# ---- mux_scan_ctrl ----
==> mux_scan_ctrl/met1.png <==
(8 px per um) Supply wires on this layer in gray.
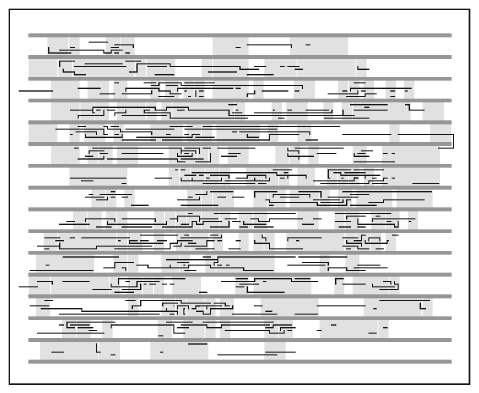

`config.mk`:
```
export PLATFORM = sky130hd
export DESIGN_NAME = mux_scan_ctrl
export DESIGN_NICKNAME = d
export VERILOG_FILES = /design/src/rtl/mux_scan_ctrl.sv
export SDC_FILE = /design/constraint.sdc
export NUM_CORES = 1
export LEC_CHECK = 0
export ABC_AREA = 1
export CORE_ASPECT_RATIO = 0.8
export CORE_MARGIN = 2
export CORE_UTILIZATION = 45
export DETAILED_ROUTE_END_ITERATION = 8
export PLACE_DENSITY = 0.67
export SLEW_MARGIN = 10
export SYNTH_ARGS = -nofsm -noshare
export SYNTH_HDL_FRONTEND = slang
export SYNTH_SLANG_ARGS = --single-unit
```
`constraint.sdc`:
```
create_clock -name clk -period 1.73 [get_ports clk]
set_clock_uncertainty 0.05 [all_clocks]
set_input_delay 0.2595 -clock clk [delete_from_list [all_inputs] [get_ports clk]]
set_output_delay 0.2595 -clock clk [all_outputs]
set_load 0.05 [all_outputs]
```
`src/rtl/mux_scan_ctrl.sv`:
```
// mux_scan_ctrl: round-robin select sequencer and sampler for a 4:1 mux.
// Walks the select lines {s1,s0} over every enabled channel in ascending
// order. Each select is held for SETTLE+1 cycles, then the mux output y is
// captured into that channel's bit of the sample register.
module mux_scan_ctrl #(
  parameter int unsigned SETTLE = 1  // extra hold cycles per channel, 0..15
) (
  input  logic       clk,
  input  logic       rst,
  input  logic       start,
  input  logic [3:0] mask,
  input  logic       y,
  output logic       s1,
  output logic       s0,
  output logic       busy,
  output logic       done,
  output logic [3:0] sample
);

  typedef enum logic [1:0] {
    IDLE = 2'd0,
    SCAN = 2'd1,
    DONE = 2'd2
  } state_t;

  localparam logic [3:0] SETTLE_C = 4'(SETTLE);

  state_t     state;
  logic [3:0] mask_q;
  logic [1:0] ch;
  logic [3:0] cnt;

  logic [1:0] first_ch;
  logic [1:0] next_ch;
  logic       has_next;

  // Lowest enabled channel of the incoming mask, and the next enabled
  // channel strictly above the current one in the latched mask.
  always_comb begin
    // NOTE: every always_comb output gets a default first so no path
    // leaves it unassigned, which would otherwise infer a latch.
    first_ch = 2'd0;
    next_ch  = ch;
    has_next = 1'b0;
    // Descending loop: the last match written wins, i.e. the lowest one.
    for (int k = 3; k >= 0; k--) begin
      if (mask[k]) begin
        first_ch = 2'(k);
      end
      if (mask_q[k] && (2'(k) > ch)) begin
        next_ch  = 2'(k);
        has_next = 1'b1;
      end
    end
  end

  // Scan sequencer: state, select, settle counter and result capture.
  always_ff @(posedge clk) begin
    // NOTE: all state here uses non-blocking assignment so every branch
    // reads the pre-edge values, matching the hardware registers.
    if (rst) begin
      state  <= IDLE;
      mask_q <= 4'b0000;
      ch     <= 2'd0;
      cnt    <= 4'd0;
      s1     <= 1'b0;
      s0     <= 1'b0;
      sample <= 4'b0000;
    end else begin
      case (state)
        IDLE: begin
          if (start) begin
            sample <= 4'b0000;
            if (mask != 4'b0000) begin
              mask_q    <= mask;
              ch        <= first_ch;
              {s1, s0}  <= first_ch;
              cnt       <= 4'd0;
              state     <= SCAN;
            end else begin
              state <= DONE;
            end
          end
        end

        SCAN: begin
          if (cnt != SETTLE_C) begin
            cnt <= cnt + 4'd1;
          end else begin
            sample[ch] <= y;
            cnt        <= 4'd0;
            if (has_next) begin
              ch       <= next_ch;
              {s1, s0} <= next_ch;
            end else begin
              state <= DONE;
            end
          end
        end

        DONE: begin
          {s1, s0} <= 2'b00;
          state    <= IDLE;
        end

        default: begin
          state <= IDLE;
        end
      endcase
    end
  end

  // Status flags decode straight from the state register.
  assign busy = (state == SCAN);
  assign done = (state == DONE);

endmodule

```
# ---- usb_uart_tx_arbiter_flat ----
[src/rtl/usb_uart_tx_arbiter_if.sv]
// Byte-pipe bundle between the on-chip sources, the arbiter and the usb_uart
// host-bound input. The master side is the arbiter; the slave side is the
// surrounding fabric (sources plus usb_uart).
interface usb_uart_tx_arbiter_if #(
    parameter int NUM_SRC = 4
);
    logic [8*NUM_SRC-1:0] src_data;
    logic [NUM_SRC-1:0]   src_valid;
    logic [NUM_SRC-1:0]   src_ready;
    logic [7:0]           uart_in_data;
    logic                 uart_in_valid;
    logic                 uart_in_ready;

    modport master (
        input  src_data,
        input  src_valid,
        input  uart_in_ready,
        output src_ready,
        output uart_in_data,
        output uart_in_valid
    );

    modport slave (
        output src_data,
        output src_valid,
        output uart_in_ready,
        input  src_ready,
        input  uart_in_data,
        input  uart_in_valid
    );
endinterface

[src/rtl/usb_uart_tx_arbiter.sv]
// Round-robin arbiter sharing the usb_uart host-bound byte pipe among several
// byte sources. A grant lasts one message (EOL byte, burst limit or idle
// timeout) so that lines from different sources never interleave.
module usb_uart_tx_arbiter #(
    parameter int          NUM_SRC      = 4,
    parameter int          MAX_BURST    = 64,
    parameter int          IDLE_TIMEOUT = 4800,
    parameter logic [7:0]  EOL_BYTE     = 8'h0A
) (
    input  logic                    clk_48mhz,
    input  logic                    reset,
    usb_uart_tx_arbiter_if.master   bus,
    output logic [NUM_SRC-1:0]      grant,
    output logic                    busy
);

    localparam int PTR_W   = (NUM_SRC > 1) ? $clog2(NUM_SRC) : 1;
    localparam int BURST_W = $clog2(MAX_BURST + 1);
    localparam int IDLE_W  = $clog2(IDLE_TIMEOUT + 1);

    localparam logic [BURST_W-1:0] BURST_LIMIT = BURST_W'(MAX_BURST);
    localparam logic [IDLE_W-1:0]  IDLE_LIMIT  = IDLE_W'(IDLE_TIMEOUT);
    localparam logic [PTR_W-1:0]   LAST_SRC    = PTR_W'(NUM_SRC - 1);
    localparam logic [PTR_W:0]     NUM_SRC_W   = (PTR_W + 1)'(NUM_SRC);

    typedef enum logic {
        ARB  = 1'b0,
        HOLD = 1'b1
    } state_t;

    state_t               state_q, state_d;
    logic [NUM_SRC-1:0]   grant_q, grant_d;
    logic                 busy_q, busy_d;
    logic [PTR_W-1:0]     rr_ptr_q, rr_ptr_d;
    logic [BURST_W-1:0]   burst_cnt_q, burst_cnt_d;
    logic [IDLE_W-1:0]    idle_cnt_q, idle_cnt_d;

    logic [PTR_W-1:0]     g_idx;
    logic [7:0]           g_data;
    logic                 g_valid;
    logic                 xfer;
    logic                 release_now;
    logic                 found;
    logic [PTR_W-1:0]     pick;
    logic [PTR_W:0]       cand;

    // Decode the one-hot owner into an index plus its data/valid.
    always_comb begin
        g_idx   = '0;
        g_data  = 8'h00;
        g_valid = 1'b0;
        for (int k = 0; k < NUM_SRC; k++) begin
            if (grant_q[k]) begin
                g_idx   = PTR_W'(k);
                g_data  = bus.src_data[8*k +: 8];
                g_valid = bus.src_valid[k];
            end
        end
    end

    // Zero-latency mux from the owner to usb_uart; everything quiet in ARB.
    always_comb begin
        bus.uart_in_data  = 8'h00;
        bus.uart_in_valid = 1'b0;
        bus.src_ready     = '0;
        if (state_q == HOLD) begin
            bus.uart_in_data  = g_data;
            bus.uart_in_valid = g_valid;
            bus.src_ready     = grant_q & {NUM_SRC{bus.uart_in_ready}};
        end
    end

    assign xfer = bus.uart_in_valid && bus.uart_in_ready;

    // Next-state: round-robin pick in ARB, message tracking and release in HOLD.
    always_comb begin
        state_d     = state_q;
        grant_d     = grant_q;
        rr_ptr_d    = rr_ptr_q;
        burst_cnt_d = burst_cnt_q;
        idle_cnt_d  = idle_cnt_q;
        release_now = 1'b0;
        found       = 1'b0;
        pick        = '0;
        cand        = '0;

        case (state_q)
            ARB: begin
                for (int i = 0; i < NUM_SRC; i++) begin
                    cand = {1'b0, rr_ptr_q} + (PTR_W + 1)'(i);
                    if (cand >= NUM_SRC_W) begin
                        cand = cand - NUM_SRC_W;
                    end
                    if (!found && bus.src_valid[cand[PTR_W-1:0]]) begin
                        found = 1'b1;
                        pick  = cand[PTR_W-1:0];
                    end
                end
                if (found) begin
                    for (int k = 0; k < NUM_SRC; k++) begin
                        grant_d[k] = (pick == PTR_W'(k));
                    end
                    burst_cnt_d = '0;
                    idle_cnt_d  = '0;
                    state_d     = HOLD;
                end
            end

            HOLD: begin
                if (xfer) begin
                    burst_cnt_d = burst_cnt_q + BURST_W'(1);
                end
                if (g_valid) begin
                    idle_cnt_d = '0;
                end else begin
                    idle_cnt_d = idle_cnt_q + IDLE_W'(1);
                end

                release_now = (xfer && (g_data == EOL_BYTE)) ||
                              (xfer && (burst_cnt_d == BURST_LIMIT)) ||
                              (!g_valid && (idle_cnt_d == IDLE_LIMIT));

                if (release_now) begin
                    state_d     = ARB;
                    grant_d     = '0;
                    burst_cnt_d = '0;
                    idle_cnt_d  = '0;
                    rr_ptr_d    = (g_idx == LAST_SRC) ? '0 : g_idx + PTR_W'(1);
                end
            end

            default: begin
                state_d = ARB;
                grant_d = '0;
            end
        endcase
    end

    assign busy_d = (state_d == HOLD);

    // State and arbitration registers; reset drops any grant immediately.
    always_ff @(posedge clk_48mhz or posedge reset) begin
        if (reset) begin
            state_q     <= ARB;
            grant_q     <= '0;
            busy_q      <= 1'b0;
            rr_ptr_q    <= '0;
            burst_cnt_q <= '0;
            idle_cnt_q  <= '0;
        end else begin
            state_q     <= state_d;
            grant_q     <= grant_d;
            busy_q      <= busy_d;
            rr_ptr_q    <= rr_ptr_d;
            burst_cnt_q <= burst_cnt_d;
            idle_cnt_q  <= idle_cnt_d;
        end
    end

    assign grant = grant_q;
    assign busy  = busy_q;

endmodule

[src/flat_wrapper.sv]
// flat-port wrapper written by rule: the top's interface ports become plain ports
module usb_uart_tx_arbiter_flat 
#(
    parameter int          NUM_SRC      = 4,
    parameter int          MAX_BURST    = 64,
    parameter int          IDLE_TIMEOUT = 4800,
    parameter logic [7:0]  EOL_BYTE     = 8'h0A
)
  (clk_48mhz, reset, grant, busy, bus_src_data, bus_src_valid, bus_uart_in_ready, bus_src_ready, bus_uart_in_data, bus_uart_in_valid);
  usb_uart_tx_arbiter_if #(.NUM_SRC(NUM_SRC)) bus_i ();
  input  logic clk_48mhz;
  input  logic reset;
  output logic [NUM_SRC-1:0] grant;
  output logic busy;
  input wire logic [$bits(bus_i.src_data)-1:0] bus_src_data;
  input wire logic [$bits(bus_i.src_valid)-1:0] bus_src_valid;
  input wire logic [$bits(bus_i.uart_in_ready)-1:0] bus_uart_in_ready;
  output wire logic [$bits(bus_i.src_ready)-1:0] bus_src_ready;
  output wire logic [$bits(bus_i.uart_in_data)-1:0] bus_uart_in_data;
  output wire logic [$bits(bus_i.uart_in_valid)-1:0] bus_uart_in_valid;
  assign bus_i.src_data = bus_src_data;
  assign bus_i.src_valid = bus_src_valid;
  assign bus_i.uart_in_ready = bus_uart_in_ready;
  assign bus_src_ready = bus_i.src_ready;
  assign bus_uart_in_data = bus_i.uart_in_data;
  assign bus_uart_in_valid = bus_i.uart_in_valid;
  usb_uart_tx_arbiter #(.NUM_SRC(NUM_SRC), .MAX_BURST(MAX_BURST), .IDLE_TIMEOUT(IDLE_TIMEOUT), .EOL_BYTE(EOL_BYTE)) u_core (.clk_48mhz(clk_48mhz), .reset(reset), .bus(bus_i), .grant(grant), .busy(busy));
endmodule
[config.mk]
export PLATFORM = sky130hd
export DESIGN_NAME = usb_uart_tx_arbiter_flat
export DESIGN_NICKNAME = d
export VERILOG_FILES = /design/src/rtl/usb_uart_tx_arbiter_if.sv /design/src/rtl/usb_uart_tx_arbiter.sv /design/src/flat_wrapper.sv
export SDC_FILE = /design/constraint.sdc
export NUM_CORES = 1
export LEC_CHECK = 0
export ABC_AREA = 1
export CORE_ASPECT_RATIO = 0.75
export CORE_MARGIN = 2
export CORE_UTILIZATION = 50
export DETAILED_ROUTE_END_ITERATION = 8
export PLACE_DENSITY_LB_ADDON = 0.1
export SLEW_MARGIN = 20
export SYNTH_ARGS = -nofsm -noshare
export SYNTH_HDL_FRONTEND = slang
export SYNTH_SLANG_ARGS = --single-unit
[constraint.sdc]
create_clock -name clk_48mhz -period 2.1 [get_ports clk_48mhz]
set_input_delay 0.42 -clock clk_48mhz [delete_from_list [all_inputs] [get_ports clk_48mhz]]
set_output_delay 0.42 -clock clk_48mhz [all_outputs]
set_load 0.03 [all_outputs]
# ---- pattern_scan_ctrl ----
**src/rtl/pattern_scan_ctrl.sv**
```systemverilog
// Run controller for the serial pattern detector: holds two programmable
// patterns, sequences arm/fill/detect/stop, flags and counts matches per pattern.
module pattern_scan_ctrl #(
    parameter int PAT_LEN = 3,
    parameter int CNT_W   = 8
) (
    input  logic               clock,
    input  logic               reset_n,
    input  logic               cfg_we,
    input  logic               cfg_sel,
    input  logic [PAT_LEN-1:0] cfg_pat,
    input  logic [CNT_W-1:0]   limit,
    input  logic               start,
    input  logic               stop,
    input  logic               bit_valid,
    input  logic               bit_in,
    output logic [1:0]         match,
    output logic [CNT_W-1:0]   count_a,
    output logic [CNT_W-1:0]   count_b,
    output logic               busy,
    output logic               done
);

    typedef enum logic [1:0] {IDLE, FILL, RUN, DONE} state_t;

    localparam int HIST_W = PAT_LEN - 1;
    localparam int FILL_W = (PAT_LEN > 2) ? $clog2(PAT_LEN - 1) : 1;
    localparam logic [FILL_W-1:0] FILL_LAST = FILL_W'(PAT_LEN - 2);

    // Alternating pattern with the LSB set: ...0101.
    function automatic logic [PAT_LEN-1:0] alt_pat();
        logic [PAT_LEN-1:0] p;
        for (int i = 0; i < PAT_LEN; i++) p[i] = (i % 2 == 0);
        return p;
    endfunction

    localparam logic [PAT_LEN-1:0] PAT_RESET = alt_pat();

    function automatic logic [CNT_W-1:0] sat_inc(input logic [CNT_W-1:0] v);
        return (&v) ? v : v + 1'b1;
    endfunction

    state_t             state;
    logic [PAT_LEN-1:0] pat_a;
    logic [PAT_LEN-1:0] pat_b;
    logic [HIST_W-1:0]  hist;
    logic [FILL_W-1:0]  fill_cnt;

    logic [PAT_LEN-1:0] win;
    logic               hit_a;
    logic               hit_b;
    logic [CNT_W-1:0]   next_a;
    logic [CNT_W-1:0]   next_b;
    logic               limit_hit;
    logic               take_start;

    // NOTE: every always_comb output gets a value on every path, so no latches.
    always_comb begin
        win        = {hist, bit_in};
        hit_a      = (state == RUN) && bit_valid && !stop && (win == pat_a);
        hit_b      = (state == RUN) && bit_valid && !stop && (win == pat_b);
        next_a     = hit_a ? sat_inc(count_a) : count_a;
        next_b     = hit_b ? sat_inc(count_b) : count_b;
        limit_hit  = (limit != '0) &&
                     ((hit_a && next_a == limit) || (hit_b && next_b == limit));
        take_start = start && !stop;
        match      = {hit_a, hit_b};
    end

    // NOTE: sequential state uses non-blocking assignments only.
    always_ff @(posedge clock) begin
        if (!reset_n) begin
            state    <= IDLE;
            pat_a    <= PAT_RESET;
            pat_b    <= ~PAT_RESET;
            hist     <= '0;
            fill_cnt <= '0;
            count_a  <= '0;
            count_b  <= '0;
            busy     <= 1'b0;
            done     <= 1'b0;
        end else begin
            case (state)
                IDLE: begin
                    if (cfg_we) begin
                        if (cfg_sel) pat_b <= cfg_pat;
                        else         pat_a <= cfg_pat;
                    end
                    if (take_start) begin
                        state    <= FILL;
                        hist     <= '0;
                        fill_cnt <= '0;
                        count_a  <= '0;
                        count_b  <= '0;
                        busy     <= 1'b1;
                    end
                end
                FILL: begin
                    if (stop) begin
                        state <= IDLE;
                        busy  <= 1'b0;
                    end else if (bit_valid) begin
                        hist <= win[HIST_W-1:0];
                        if (fill_cnt == FILL_LAST) state <= RUN;
                        else                       fill_cnt <= fill_cnt + 1'b1;
                    end
                end
                RUN: begin
                    if (stop) begin
                        state <= IDLE;
                        busy  <= 1'b0;
                    end else if (bit_valid) begin
                        hist    <= win[HIST_W-1:0];
                        count_a <= next_a;
                        count_b <= next_b;
                        if (limit_hit) begin
                            state <= DONE;
                            busy  <= 1'b0;
                            done  <= 1'b1;
                        end
                    end
                end
                DONE: begin
                    // History stays frozen; only a fresh start leaves DONE.
                    if (take_start) begin
                        state    <= FILL;
                        hist     <= '0;
                        fill_cnt <= '0;
                        count_a  <= '0;
                        count_b  <= '0;
                        busy     <= 1'b1;
                        done     <= 1'b0;
                    end
                end
                default: state <= IDLE;
            endcase
        end
    end

endmodule

```
**config.mk**
```make
export PLATFORM = sky130hd
export DESIGN_NAME = pattern_scan_ctrl
export DESIGN_NICKNAME = d
export VERILOG_FILES = /design/src/rtl/pattern_scan_ctrl.sv
export SDC_FILE = /design/constraint.sdc
export NUM_CORES = 1
export LEC_CHECK = 0
export CAP_MARGIN = 20
export CORE_UTILIZATION = 30
export CTS_CLUSTER_SIZE = 8
export DETAILED_ROUTE_END_ITERATION = 7
export GPL_TIMING_DRIVEN = 0
export SETUP_SLACK_MARGIN = 0.4
export SYNTH_ARGS = -nofsm -noshare
export SYNTH_HDL_FRONTEND = slang
export SYNTH_SLANG_ARGS = --single-unit
```
**constraint.sdc**
```tcl
create_clock -name clock -period 2.8 [get_ports clock]
set_input_delay 0.42 -clock clock [delete_from_list [all_inputs] [get_ports clock]]
set_output_delay 0.42 -clock clock [all_outputs]
set_load 0.01 [all_outputs]
```
# ---- sw_conditioner_flat ----
**src/rtl/sw_conditioner_pkg.sv**
```systemverilog
// Shared types, constants and helpers for the switch conditioner.
package sw_cond_pkg;

    // Per-channel debounce FSM state encoding.
    typedef logic [0:0] deb_state_t;

    localparam deb_state_t STABLE = 1'b0;
    localparam deb_state_t CHECK  = 1'b1;

    // 10 ms of qualification at a 50 MHz system clock.
    localparam int unsigned DEBOUNCE_CYCLES_DEFAULT = 500000;

    // Counter width: ceil(log2(cycles)), never below one bit. The counter
    // only has to reach cycles-1, so this is the narrowest width that holds it.
    function automatic int unsigned cnt_width(input int unsigned cycles);
        int unsigned w;
        w = 1;
        for (int i = 1; i < 32; i++) begin
            if ((longint'(1) << i) < longint'(cycles)) begin
                w = i + 1;
            end
        end
        return w;
    endfunction

endpackage

```
**src/rtl/sw_conditioner_if.sv**
```systemverilog
// Switch conditioner signal bundle: raw levels in, debounced levels and
// edge pulses out.
interface sw_conditioner_if #(
    parameter int N_CH = 3
);

    logic [N_CH-1:0] sw_raw;
    logic [N_CH-1:0] sw_external_connection_export;
    logic [N_CH-1:0] sw_rise;
    logic [N_CH-1:0] sw_fall;
    logic            sw_changed;

    // Board / consumer side: drives raw levels, observes conditioned outputs.
    modport master (
        output sw_raw,
        input  sw_external_connection_export,
        input  sw_rise,
        input  sw_fall,
        input  sw_changed
    );

    // Conditioner side.
    modport slave (
        input  sw_raw,
        output sw_external_connection_export,
        output sw_rise,
        output sw_fall,
        output sw_changed
    );

endinterface

```
**src/rtl/sw_conditioner_debounce_ch.sv**
```systemverilog
// One switch channel: two-flop synchronizer, debounce FSM with qualification
// counter, registered level output and registered rise/fall pulses.
//
//   state  | meaning
//   -------+---------------------------------------------------------------
//   STABLE | sample matches accepted level; counter parked at 0
//   CHECK  | sample differs from accepted level; counting consecutive
//          | differing samples, any reversion returns to STABLE at 0
//
// The accepted level (stable_q) updates DEBOUNCE_CYCLES cycles after the
// sample first differs. The output level and pulses are one more register
// stage, so the level and its pulse appear together, DEBOUNCE_CYCLES+2
// cycles after a raw edge. rise_d/fall_d are exposed so the top can register
// its combined change flag on the same edge as the pulses.
module sw_debounce_ch
    import sw_cond_pkg::*;
#(
    parameter int unsigned DEBOUNCE_CYCLES = DEBOUNCE_CYCLES_DEFAULT,
    parameter logic        RESET_LEVEL     = 1'b0
) (
    input  logic clk,
    input  logic rst,
    input  logic sw_raw,
    output logic level_o,
    output logic rise_o,
    output logic fall_o,
    output logic rise_d_o,
    output logic fall_d_o
);

    localparam int unsigned CNT_W = cnt_width(DEBOUNCE_CYCLES);
    localparam logic [CNT_W-1:0] CNT_TC  = CNT_W'(DEBOUNCE_CYCLES - 1);
    localparam logic [CNT_W-1:0] CNT_ONE = CNT_W'(1);

    logic             sync1_q, sync1_d;
    logic             sync2_q, sync2_d;
    deb_state_t       state_q, state_d;
    logic [CNT_W-1:0] cnt_q, cnt_d;
    logic             stable_q, stable_d;
    logic             level_q, level_d;
    logic             rise_q, rise_d;
    logic             fall_q, fall_d;

    // Synchronizer next values: raw -> sync1 -> sync2 (the sample).
    always_comb begin
        sync1_d = sw_raw;
        sync2_d = sync1_q;
    end

    // Debounce FSM and qualification counter; the counter tops out at
    // DEBOUNCE_CYCLES-1 and is cleared on every exit from CHECK.
    always_comb begin
        state_d  = state_q;
        cnt_d    = cnt_q;
        stable_d = stable_q;
        case (state_q)
            STABLE: begin
                cnt_d = '0;
                if (sync2_q != stable_q) begin
                    state_d = CHECK;
                    cnt_d   = CNT_ONE;
                end
            end
            CHECK: begin
                if (sync2_q == stable_q) begin
                    state_d = STABLE;
                    cnt_d   = '0;
                end else if (cnt_q == CNT_TC) begin
                    state_d  = STABLE;
                    cnt_d    = '0;
                    stable_d = sync2_q;
                end else begin
                    cnt_d = cnt_q + CNT_ONE;
                end
            end
            default: begin
                state_d = STABLE;
                cnt_d   = '0;
            end
        endcase
    end

    // Output stage: level follows the accepted level one cycle later, and
    // the pulses mark the cycle in which the two disagree.
    always_comb begin
        level_d = stable_q;
        rise_d  = stable_q & ~level_q;
        fall_d  = ~stable_q & level_q;
    end

    // State registers with synchronous reset to the configured idle level.
    always_ff @(posedge clk) begin
        if (rst) begin
            sync1_q  <= RESET_LEVEL;
            sync2_q  <= RESET_LEVEL;
            state_q  <= STABLE;
            cnt_q    <= '0;
            stable_q <= RESET_LEVEL;
            level_q  <= RESET_LEVEL;
            rise_q   <= 1'b0;
            fall_q   <= 1'b0;
        end else begin
            sync1_q  <= sync1_d;
            sync2_q  <= sync2_d;
            state_q  <= state_d;
            cnt_q    <= cnt_d;
            stable_q <= stable_d;
            level_q  <= level_d;
            rise_q   <= rise_d;
            fall_q   <= fall_d;
        end
    end

    assign level_o  = level_q;
    assign rise_o   = rise_q;
    assign fall_o   = fall_q;
    assign rise_d_o = rise_d;
    assign fall_d_o = fall_d;

endmodule

```
**src/rtl/sw_conditioner.sv**
```systemverilog
// Multi-channel switch conditioner: N_CH independent debounce channels and a
// registered any-edge flag aligned with the per-channel pulses.
module sw_conditioner
    import sw_cond_pkg::*;
#(
    parameter int unsigned     N_CH            = 3,
    parameter int unsigned     DEBOUNCE_CYCLES = DEBOUNCE_CYCLES_DEFAULT,
    parameter logic [N_CH-1:0] RESET_LEVEL     = '0
) (
    input  logic             clk_clk,
    input  logic             reset_reset,
    sw_conditioner_if.slave  sw_if
);

    logic [N_CH-1:0] rise_next;
    logic [N_CH-1:0] fall_next;
    logic            sw_changed_q, sw_changed_d;

    for (genvar i = 0; i < N_CH; i++) begin : g_ch
        sw_debounce_ch #(
            .DEBOUNCE_CYCLES (DEBOUNCE_CYCLES),
            .RESET_LEVEL     (RESET_LEVEL[i])
        ) u_ch (
            .clk      (clk_clk),
            .rst      (reset_reset),
            .sw_raw   (sw_if.sw_raw[i]),
            .level_o  (sw_if.sw_external_connection_export[i]),
            .rise_o   (sw_if.sw_rise[i]),
            .fall_o   (sw_if.sw_fall[i]),
            .rise_d_o (rise_next[i]),
            .fall_d_o (fall_next[i])
        );
    end

    // Any-edge flag built from the pulses' next values so it lands with them.
    always_comb begin
        sw_changed_d = |(rise_next | fall_next);
    end

    // Registered any-edge flag.
    always_ff @(posedge clk_clk) begin
        if (reset_reset) begin
            sw_changed_q <= 1'b0;
        end else begin
            sw_changed_q <= sw_changed_d;
        end
    end

    assign sw_if.sw_changed = sw_changed_q;

endmodule

```
**src/flat_wrapper.sv**
```systemverilog
// flat-port wrapper written by rule: the top's interface ports become plain ports
module sw_conditioner_flat import sw_cond_pkg::*;
#(
    parameter int unsigned     N_CH            = 3,
    parameter int unsigned     DEBOUNCE_CYCLES = DEBOUNCE_CYCLES_DEFAULT,
    parameter logic [N_CH-1:0] RESET_LEVEL     = '0
)
  (clk_clk, reset_reset, sw_if_sw_raw, sw_if_sw_external_connection_export, sw_if_sw_rise, sw_if_sw_fall, sw_if_sw_changed);
  sw_conditioner_if #(.N_CH(N_CH)) sw_if_i ();
  input  logic clk_clk;
  input  logic reset_reset;
  input wire logic [$bits(sw_if_i.sw_raw)-1:0] sw_if_sw_raw;
  output wire logic [$bits(sw_if_i.sw_external_connection_export)-1:0] sw_if_sw_external_connection_export;
  output wire logic [$bits(sw_if_i.sw_rise)-1:0] sw_if_sw_rise;
  output wire logic [$bits(sw_if_i.sw_fall)-1:0] sw_if_sw_fall;
  output wire logic [$bits(sw_if_i.sw_changed)-1:0] sw_if_sw_changed;
  assign sw_if_i.sw_raw = sw_if_sw_raw;
  assign sw_if_sw_external_connection_export = sw_if_i.sw_external_connection_export;
  assign sw_if_sw_rise = sw_if_i.sw_rise;
  assign sw_if_sw_fall = sw_if_i.sw_fall;
  assign sw_if_sw_changed = sw_if_i.sw_changed;
  sw_conditioner #(.N_CH(N_CH), .DEBOUNCE_CYCLES(DEBOUNCE_CYCLES), .RESET_LEVEL(RESET_LEVEL)) u_core (.clk_clk(clk_clk), .reset_reset(reset_reset), .sw_if(sw_if_i));
endmodule
```
**config.mk**
```make
export PLATFORM = sky130hd
export DESIGN_NAME = sw_conditioner_flat
export DESIGN_NICKNAME = d
export VERILOG_FILES = /design/src/rtl/sw_conditioner_pkg.sv /design/src/rtl/sw_conditioner_if.sv /design/src/rtl/sw_conditioner_debounce_ch.sv /design/src/rtl/sw_conditioner.sv /design/src/flat_wrapper.sv
export SDC_FILE = /design/constraint.sdc
export NUM_CORES = 1
export LEC_CHECK = 0
export CAP_MARGIN = 10
export CELL_PAD_IN_SITES_DETAIL_PLACEMENT = 0
export CELL_PAD_IN_SITES_GLOBAL_PLACEMENT = 1
export CORE_MARGIN = 10
export CORE_UTILIZATION = 30
export DETAILED_ROUTE_END_ITERATION = 10
export GPL_TIMING_DRIVEN = 1
export HOLD_SLACK_MARGIN = 0.06
export PLACE_DENSITY_LB_ADDON = 0.1
export SETUP_SLACK_MARGIN = 0.3
export SLEW_MARGIN = 20
export SYNTH_ARGS = -nofsm -noshare
export SYNTH_HDL_FRONTEND = slang
export SYNTH_SLANG_ARGS = --single-unit
```
**constraint.sdc**
```tcl
create_clock -name clk_clk -period 2.4 [get_ports clk_clk]
set_input_delay 0.72 -clock clk_clk [delete_from_list [all_inputs] [get_ports clk_clk]]
set_output_delay 0.72 -clock clk_clk [all_outputs]
set_load 0.02 [all_outputs]
```
==> mux_scan_ctrl/density.png <==
(6 px per um) 11 x 9 tiles, from dark blue (low) to red (high), 0 to 100% covered.
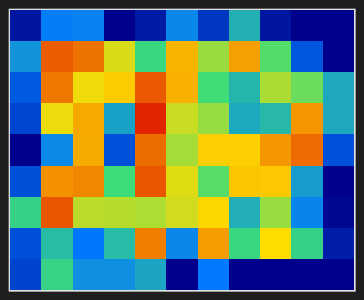
mean over tiles: 47%
nearly empty tiles: 12%
tiles over 75% full: 27%
fullest tile: 96%
emptiest ninth of the die: lower right

==> mux_scan_ctrl/port_nets.png <==
(4 px per um)
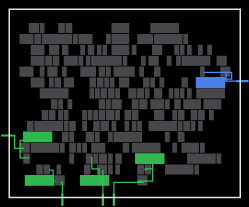
legend:
  `s1`:
    color: blue
    bits: 1
    direction: output
    edge: right
    end_cells: 1
    wire: 14.8 um
  `sample`:
    color: green
    bits: 4
    direction: output
    edge: 3 bottom, 1 left
    end_cells: 4
    wire: 67.7 um

About mux_scan_ctrl/met1.png:
longest straight run: 17.0 um
nets with wire on the layer: 175

==> impl_metrics.py, mux_scan_ctrl <==
# Synthesis and PnR figures
metrics = {
    "outcome": {
        "outcome": "completed",
    },
    "place": {
        "io_buffers": 15,
    },
    "cells_and_area": {
        "clk_share_pct": 2.05,
        "flop-count": 17,
        "areaGrowthSynthToFinish_pct": 24.9,
    },
    "yosys": {
        "netlist_area_sq_um": 1020,
        "edf_count": 0,
        "largest_area_cell": "dfxtp_1",
    },
    "die": {
        "initCoreUtil_pct": 47.5,
        "fp.dieH_um": 46.7,
    },
    "critical_path": {
        "reg2reg_slack_ns": 0.15,
        "crit_type": "flip-flop to flip-flop",
        "cp_max_fo": 5,
    },
    "hold_path": {
        "hp-start": "sample[1]",
    },
    "route": {
        "wl_per_cell_um": 11.9,
    },
    "cts": {
        "cts_tree": "yes",
        "clk_path_buf_depth": 2,
    },
    "power_and_ir_drop": {
        "p_int_uw": 1110,
    },
    "grt": {
        "antenna_found_initial": 0,
    },
}
mux_scan_ctrl: cell families after synthesis:
| logic type | Yosys count | synth area share (%) |
|---|---|---|
| compound gates | 29 | 14.4 |
| fa+ha+maj | 6 | 7.33 |
| buf+inv | 24 | 8.91 |
| flops | 17 | 33.2 |
| simple gates | 81 | 36.1 |
mux_scan_ctrl: layout by cell type (no fill, tap or decap):
cell type,n
a21oi_1,13
buf_12,2
buf_4,10
clkbuf_1,1
clkbuf_4,3
clkdlybuf4s50_1,7
clkinv_1,1
dfxtp_1,15
dfxtp_2,2
ha_1,5
ha_2,1
inv_1,21
inv_2,1
nand2_1,28
nand2_2,3
nand3_1,14
nand3_2,2
nand3b_1,1
nand4_1,2
nor2_1,23
nor2_2,2
nor2_4,2
nor3_1,3
nor3b_2,1
o21ai_0,14
o21ai_1,1
o21bai_1,1
mux_scan_ctrl: sequential cells by signal, summed over array words and instances, names as in the netlist:
register  flops
sample        4
cnt           4
mask_q        3
state         2
ch            2
s1            1
s0            1
mux_scan_ctrl: critical path: cells and delay by family (launching register included):
kind          cells  cell delay (ns)
simple gates      6             0.53
flops             1             0.37
buf+inv           3             0.27
fa+ha+maj         1             0.24
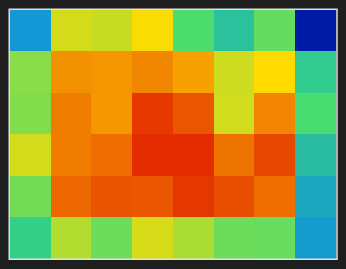
(usb_uart_tx_arbiter_flat/density.png)
(4 px per um) 8 x 6 tiles, from dark blue (low) to red (high), 0 to 100% covered.
tiles over 75% full: 46%
emptiest ninth of the die: upper right
mean over tiles: 70%

==> usb_uart_tx_arbiter_flat/cell_classes.png <==
(4 px per um)
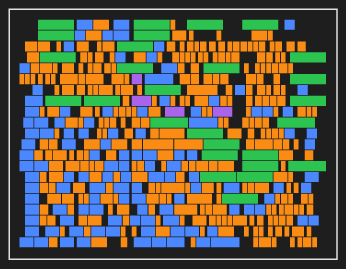
legend:
  all other logic:
    color: orange
    cells: 296
  other buffers and delay cells:
    color: blue
    cells: 116
  clock drivers and dummy loads:
    color: purple
    cells: 4
  flip-flops:
    color: green
    cells: 27

==> impl_metrics.py, usb_uart_tx_arbiter_flat <==
# Synthesis and PnR figures
metrics = {
    "grt": {
        "grt_pass1_vias": 2348,
        "grt_max_degree": 28,
    },
    "place": {
        "dp_cells": 481,
        "io_buffers": 56,
    },
    "outcome": {
        "outcome": "finished, violations left",
        "violations": "negative setup slack",
    },
    "yosys": {
        "synthesis.nets": 374,
    },
    "final_timing": {
        "period_needed_ns": 2.24,
        "fin_ws_ns": -0.140,
        "fmax_ghz": 0.446,
        "setup_violations": 25,
    },
    "route": {
        "drt-met1-wl_mm": 3.08,
        "wl_per_cell_um": 14.3,
    },
    "critical_path": {
        "arrival_ns": 1.82,
        "rr_worst_depth": 14,
    },
}
[usb_uart_tx_arbiter_flat: cells in the final DEF, fill, tap and decap left out, types with 8 or more instances in the layout]
cell,netlist,routed
nand2_1,86,73
buf_4,3,61
clkdlybuf4s50_1,0,40
inv_1,34,32
dfrtp_1,27,24
nor2_1,28,22
nand3_1,34,22
o21ai_2,12,20
nand2_2,7,18
nand3_2,4,15
o21ai_0,18,13
a21oi_1,11,11
nor3_1,11,11
buf_6,3,9
nor2_4,2,8
[usb_uart_tx_arbiter_flat: final cells by class]
type,count,share of cell area (%)
tap,57,1.98
multi-input combinational,260,44.4
clock buffer,3,1.15
clock inverter,1,0.209
timing repair buffer,116,29.4
sequential,27,18.9
inverter,36,3.93
[usb_uart_tx_arbiter_flat: cells by family after synthesis]
group           share of synthesized area (%)
fa+ha+maj                                1.11
mux                                     0.444
xor+xnor                                 1.55
compound gates                           16.6
flops                                    30.0
simple gates                             40.8
buf+inv                                  9.43
[usb_uart_tx_arbiter_flat: state kept, by name, indices dropped and copies added (netlist names)]
register / count
u_core.grant: 4
u_core.burst_cnt_q: 7
u_core.idle_cnt_q: 13
u_core.state_q: 1
u_core.rr_ptr_q: 2
==> pattern_scan_ctrl/port_nets.png <==
(3 px per um)
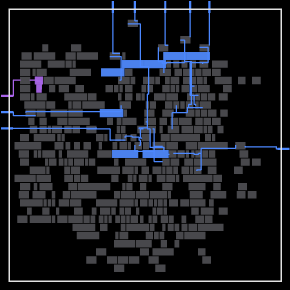
legend:
  `cfg_sel`:
    color: purple
    bits: 1
    direction: input
    edge: left
    end_cells: 2
    wire: 15.0 um
  `count_b`:
    color: blue
    bits: 8
    direction: output
    edge: 5 top, 2 left, 1 right
    end_cells: 8
    wire: 397 um

==> pattern_scan_ctrl/met1.png <==
(4 px per um) Supply wires on this layer in gray.
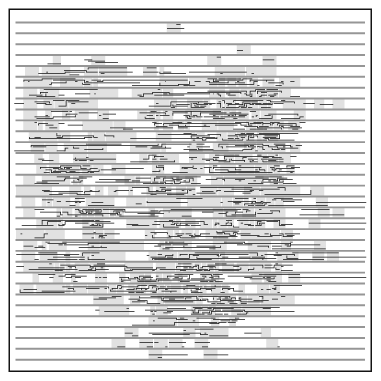
share of all routed wire: 44%
longest straight run: 38.6 um

==> impl_metrics.py, pattern_scan_ctrl <==
# Synthesis and PnR figures
metrics = {
    "grt": {
        "grt_pass1_vias": 2443,
        "grt_pass1_wl_mm": 12.0,
        "grt_max_degree": 11,
    },
    "power_and_ir_drop": {
        "ir_drop_v": 0.000336,
        "pwr_density_cell_nw_per_um2": 422,
    },
    "cells_and_area": {
        "clk_share_pct": 3.43,
        "fin_area_sq_um": 3400,
        "fillers": 716,
        "dominant_cells": "multi-input combinational cells",
        "diodes": 0,
        "drive_gt1_share_pct": 29.4,
        "finalNetCount": 384,
        "flop-count": 29,
    },
    "place": {
        "dpl_cell_area_sq_um": 2850,
        "io_buffers": 38,
    },
    "critical_path": {
        "crit_family": "simple AND/OR/NAND/NOR gates",
        "cp_slowest_stage_delay_ns": 0.35,
        "rr_endpoint": "state[0]",
        "slowest_stage": "nor4_4",
        "startpoint_type": "flip-flop",
    },
    "final_timing": {
        "drv_slew": 0,
        "max_slew_margin_pct": 61.8,
        "setup_violations": 0,
    },
    "yosys": {
        "synth_top_cell_by_count": "dfxtp_1",
        "area_leaders": "dfxtp_1 25%, xnor2_1 5.6%, mux2i_1 4.3%, o21ai_0 3.9%, nand2_1 3.7%",
        "ys_cells": 288,
        "synthesis.nets": 313,
        "netlist_area_sq_um": 2330,
        "ys_seq_share_pct": 24.9,
    },
    "hold_path": {
        "whs_path_depth": 2,
    },
    "outcome": {
        "outcome": "completed",
    },
    "cts": {
        "cts_root_buf": "clkbuf_8",
    },
    "route": {
        "firstDrtPassIters": 4,
    },
}
[pattern_scan_ctrl: layer usage]
metal | part of all wire (%) | GRT usage [%] | vias to the layer above | wire (um)
met1 | 44 | 23.9 | 1191 | 3290
li1 | - | - | 1202 | -
met2 | 47 | 29.1 | 98 | 3520
met5 | 0 | 0 | - | 0
met4 | 2.4 | 7.39 | 0 | 178
met3 | 6.5 | 3.64 | 16 | 490
[pattern_scan_ctrl: cell usage in the layout (no fill, tap or decap), types with 9 or more instances in the layout]
cell	n
dfxtp_1	18
a21oi_1	11
dlygate4sd2_1	13
clkdlybuf4s50_1	25
buf_4	27
nor2b_1	10
xnor2_1	12
mux2i_1	10
nor2_1	20
nand2_1	23
o21ai_0	13
inv_1	9
[pattern_scan_ctrl: cells by family (layout without fill, tap and decap cells)]
group	after synthesis	after routing	synth area share [%]
buffers and inverters	28	100	5.90
DFF	29	29	24.9
xor gates and xnor gates	22	22	8.27
adders and majority gates	6	6	3.22
and+or+nand+nor	119	119	30.4
AOI/OAI and AO/OA	74	74	23.0
muxes	10	10	4.29
==> sw_conditioner_flat/density.png <==
(3 px per um) 13 x 13 tiles, from dark blue (low) to red (high), 0 to 100% covered.
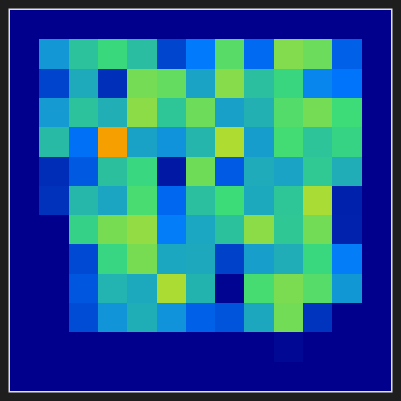
fullest tile: 82%
densest ninth of the die: center
tiles over 75% full: 0.60%
mean over tiles: 24%
emptiest ninth of the die: lower left
nearly empty tiles: 39%

==> sw_conditioner_flat/port_nets.png <==
(2 px per um)
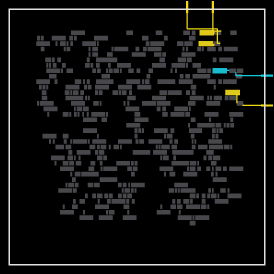
legend:
  `sw_if_sw_fall`:
    color: yellow
    bits: 3
    direction: output
    edge: 2 top, 1 right
    end_cells: 3
    wire: 65.5 um
  `sw_if_sw_changed`:
    color: cyan
    bits: 1
    direction: output
    edge: right
    end_cells: 1
    wire: 17.2 um

==> impl_metrics.py, sw_conditioner_flat <==
# Synthesis and PnR figures
metrics = {
    "critical_path": {
        "cp.required_ns": 1.68,
        "end_kind": "output pin",
        "crit_type": "flip-flop to output pin",
    },
    "cells_and_area": {
        "areaGrowthSynthToFinish_pct": 17.9,
        "fin_util_pct": 35.7,
        "diodes": 0,
    },
    "die": {
        "pin_count": 15,
        "initCoreUtil_pct": 30.3,
    },
    "cts": {
        "clk_path_buf_depth": 2,
        "cts_sinks": 79,
    },
    "place": {
        "hpwl_mm": 4.61,
        "io_buffers": 14,
    },
    "route": {
        "num_vias": 2478,
    },
    "power_and_ir_drop": {
        "ir_drop_v": 0.000326,
    },
    "grt": {
        "grtUsageTotal_pct": 8.73,
    },
    "outcome": {
        "outcome": "completed",
    },
    "flow_run": {
        "warnings": 29,
    },
}
-- sw_conditioner_flat: power breakdown --
part	total [uW]	leakage [uW]	internal, uW	switching (uW)
Combinational	30.2	0.000474	16.9	13.3
Sequential	1320	0.000638	1320	4.08
Clock	1510	0.000158	966	541
-- sw_conditioner_flat: layout make-up --
class                      count  area [sq um]
fill                        1175          7270
tap                          143           179
sequential                    79          1580
timing repair buffer          20           198
multi-input combinational    262          1700
clock buffer                  11           253
clock inverter                 5          80.1
inverter                      16          60.1
-- sw_conditioner_flat: metal layers --
metal / vias to the layer above / part of all wire, % / track usage, %
met5: - / 0 / 0
met4: 0 / 1.4 / 3.62
met3: 6 / 3.7 / 3.21
met2: 19 / 46 / 13.7
met1: 1149 / 49 / 10.5
li1: 1304 / - / -
-- sw_conditioner_flat: flip-flops by register name, indices dropped and copies added, names as in the netlist --
signal,count
u_core.g_ch.u_ch.cnt_q,57
u_core.g_ch.u_ch.fall_o,3
u_core.g_ch.u_ch.level_d,3
u_core.g_ch.u_ch.level_o,3
u_core.g_ch.u_ch.rise_o,3
u_core.g_ch.u_ch.state_q,3
u_core.g_ch.u_ch.sync1_q,3
u_core.g_ch.u_ch.sync2_q,3
u_core.sw_if.sw_changed,1

==> gallery <==
Cell outlines without signal wires.
(a)
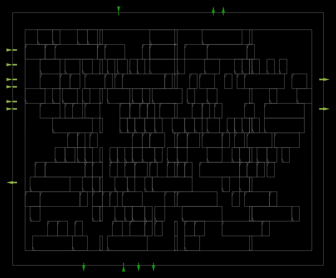
(b)
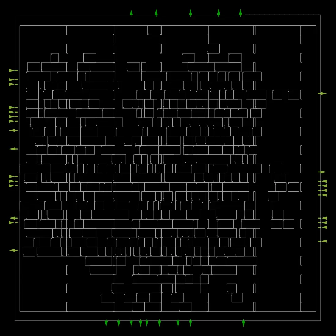
(c)
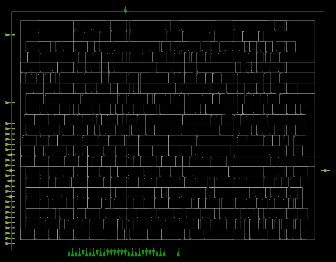
(b) is pattern_scan_ctrl.
(c) is usb_uart_tx_arbiter_flat.
(a) is mux_scan_ctrl.



==> layout pictures side by side <==
Cell classes on the final placement.
image #1
(4 px per um)
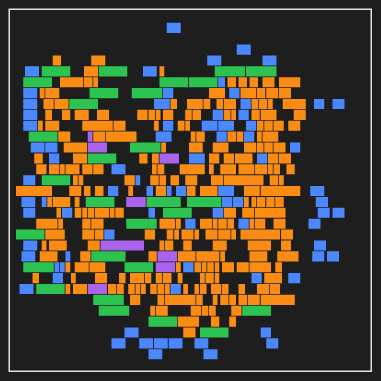
image #2
(3 px per um)
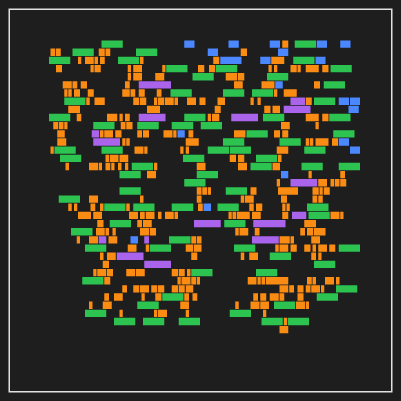
image #3
(6 px per um)
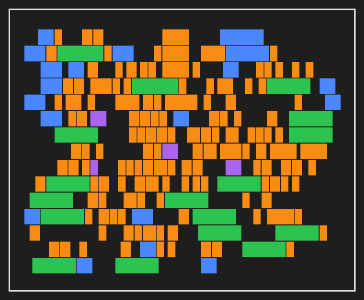
Of these, most sequential cells: image #2
Of these, fewest sequential cells: image #3
image #2: sw_conditioner_flat
image #3: mux_scan_ctrl
image #1: pattern_scan_ctrl

Power figures rest on the tool's default switching activity, not on a simulated workload.
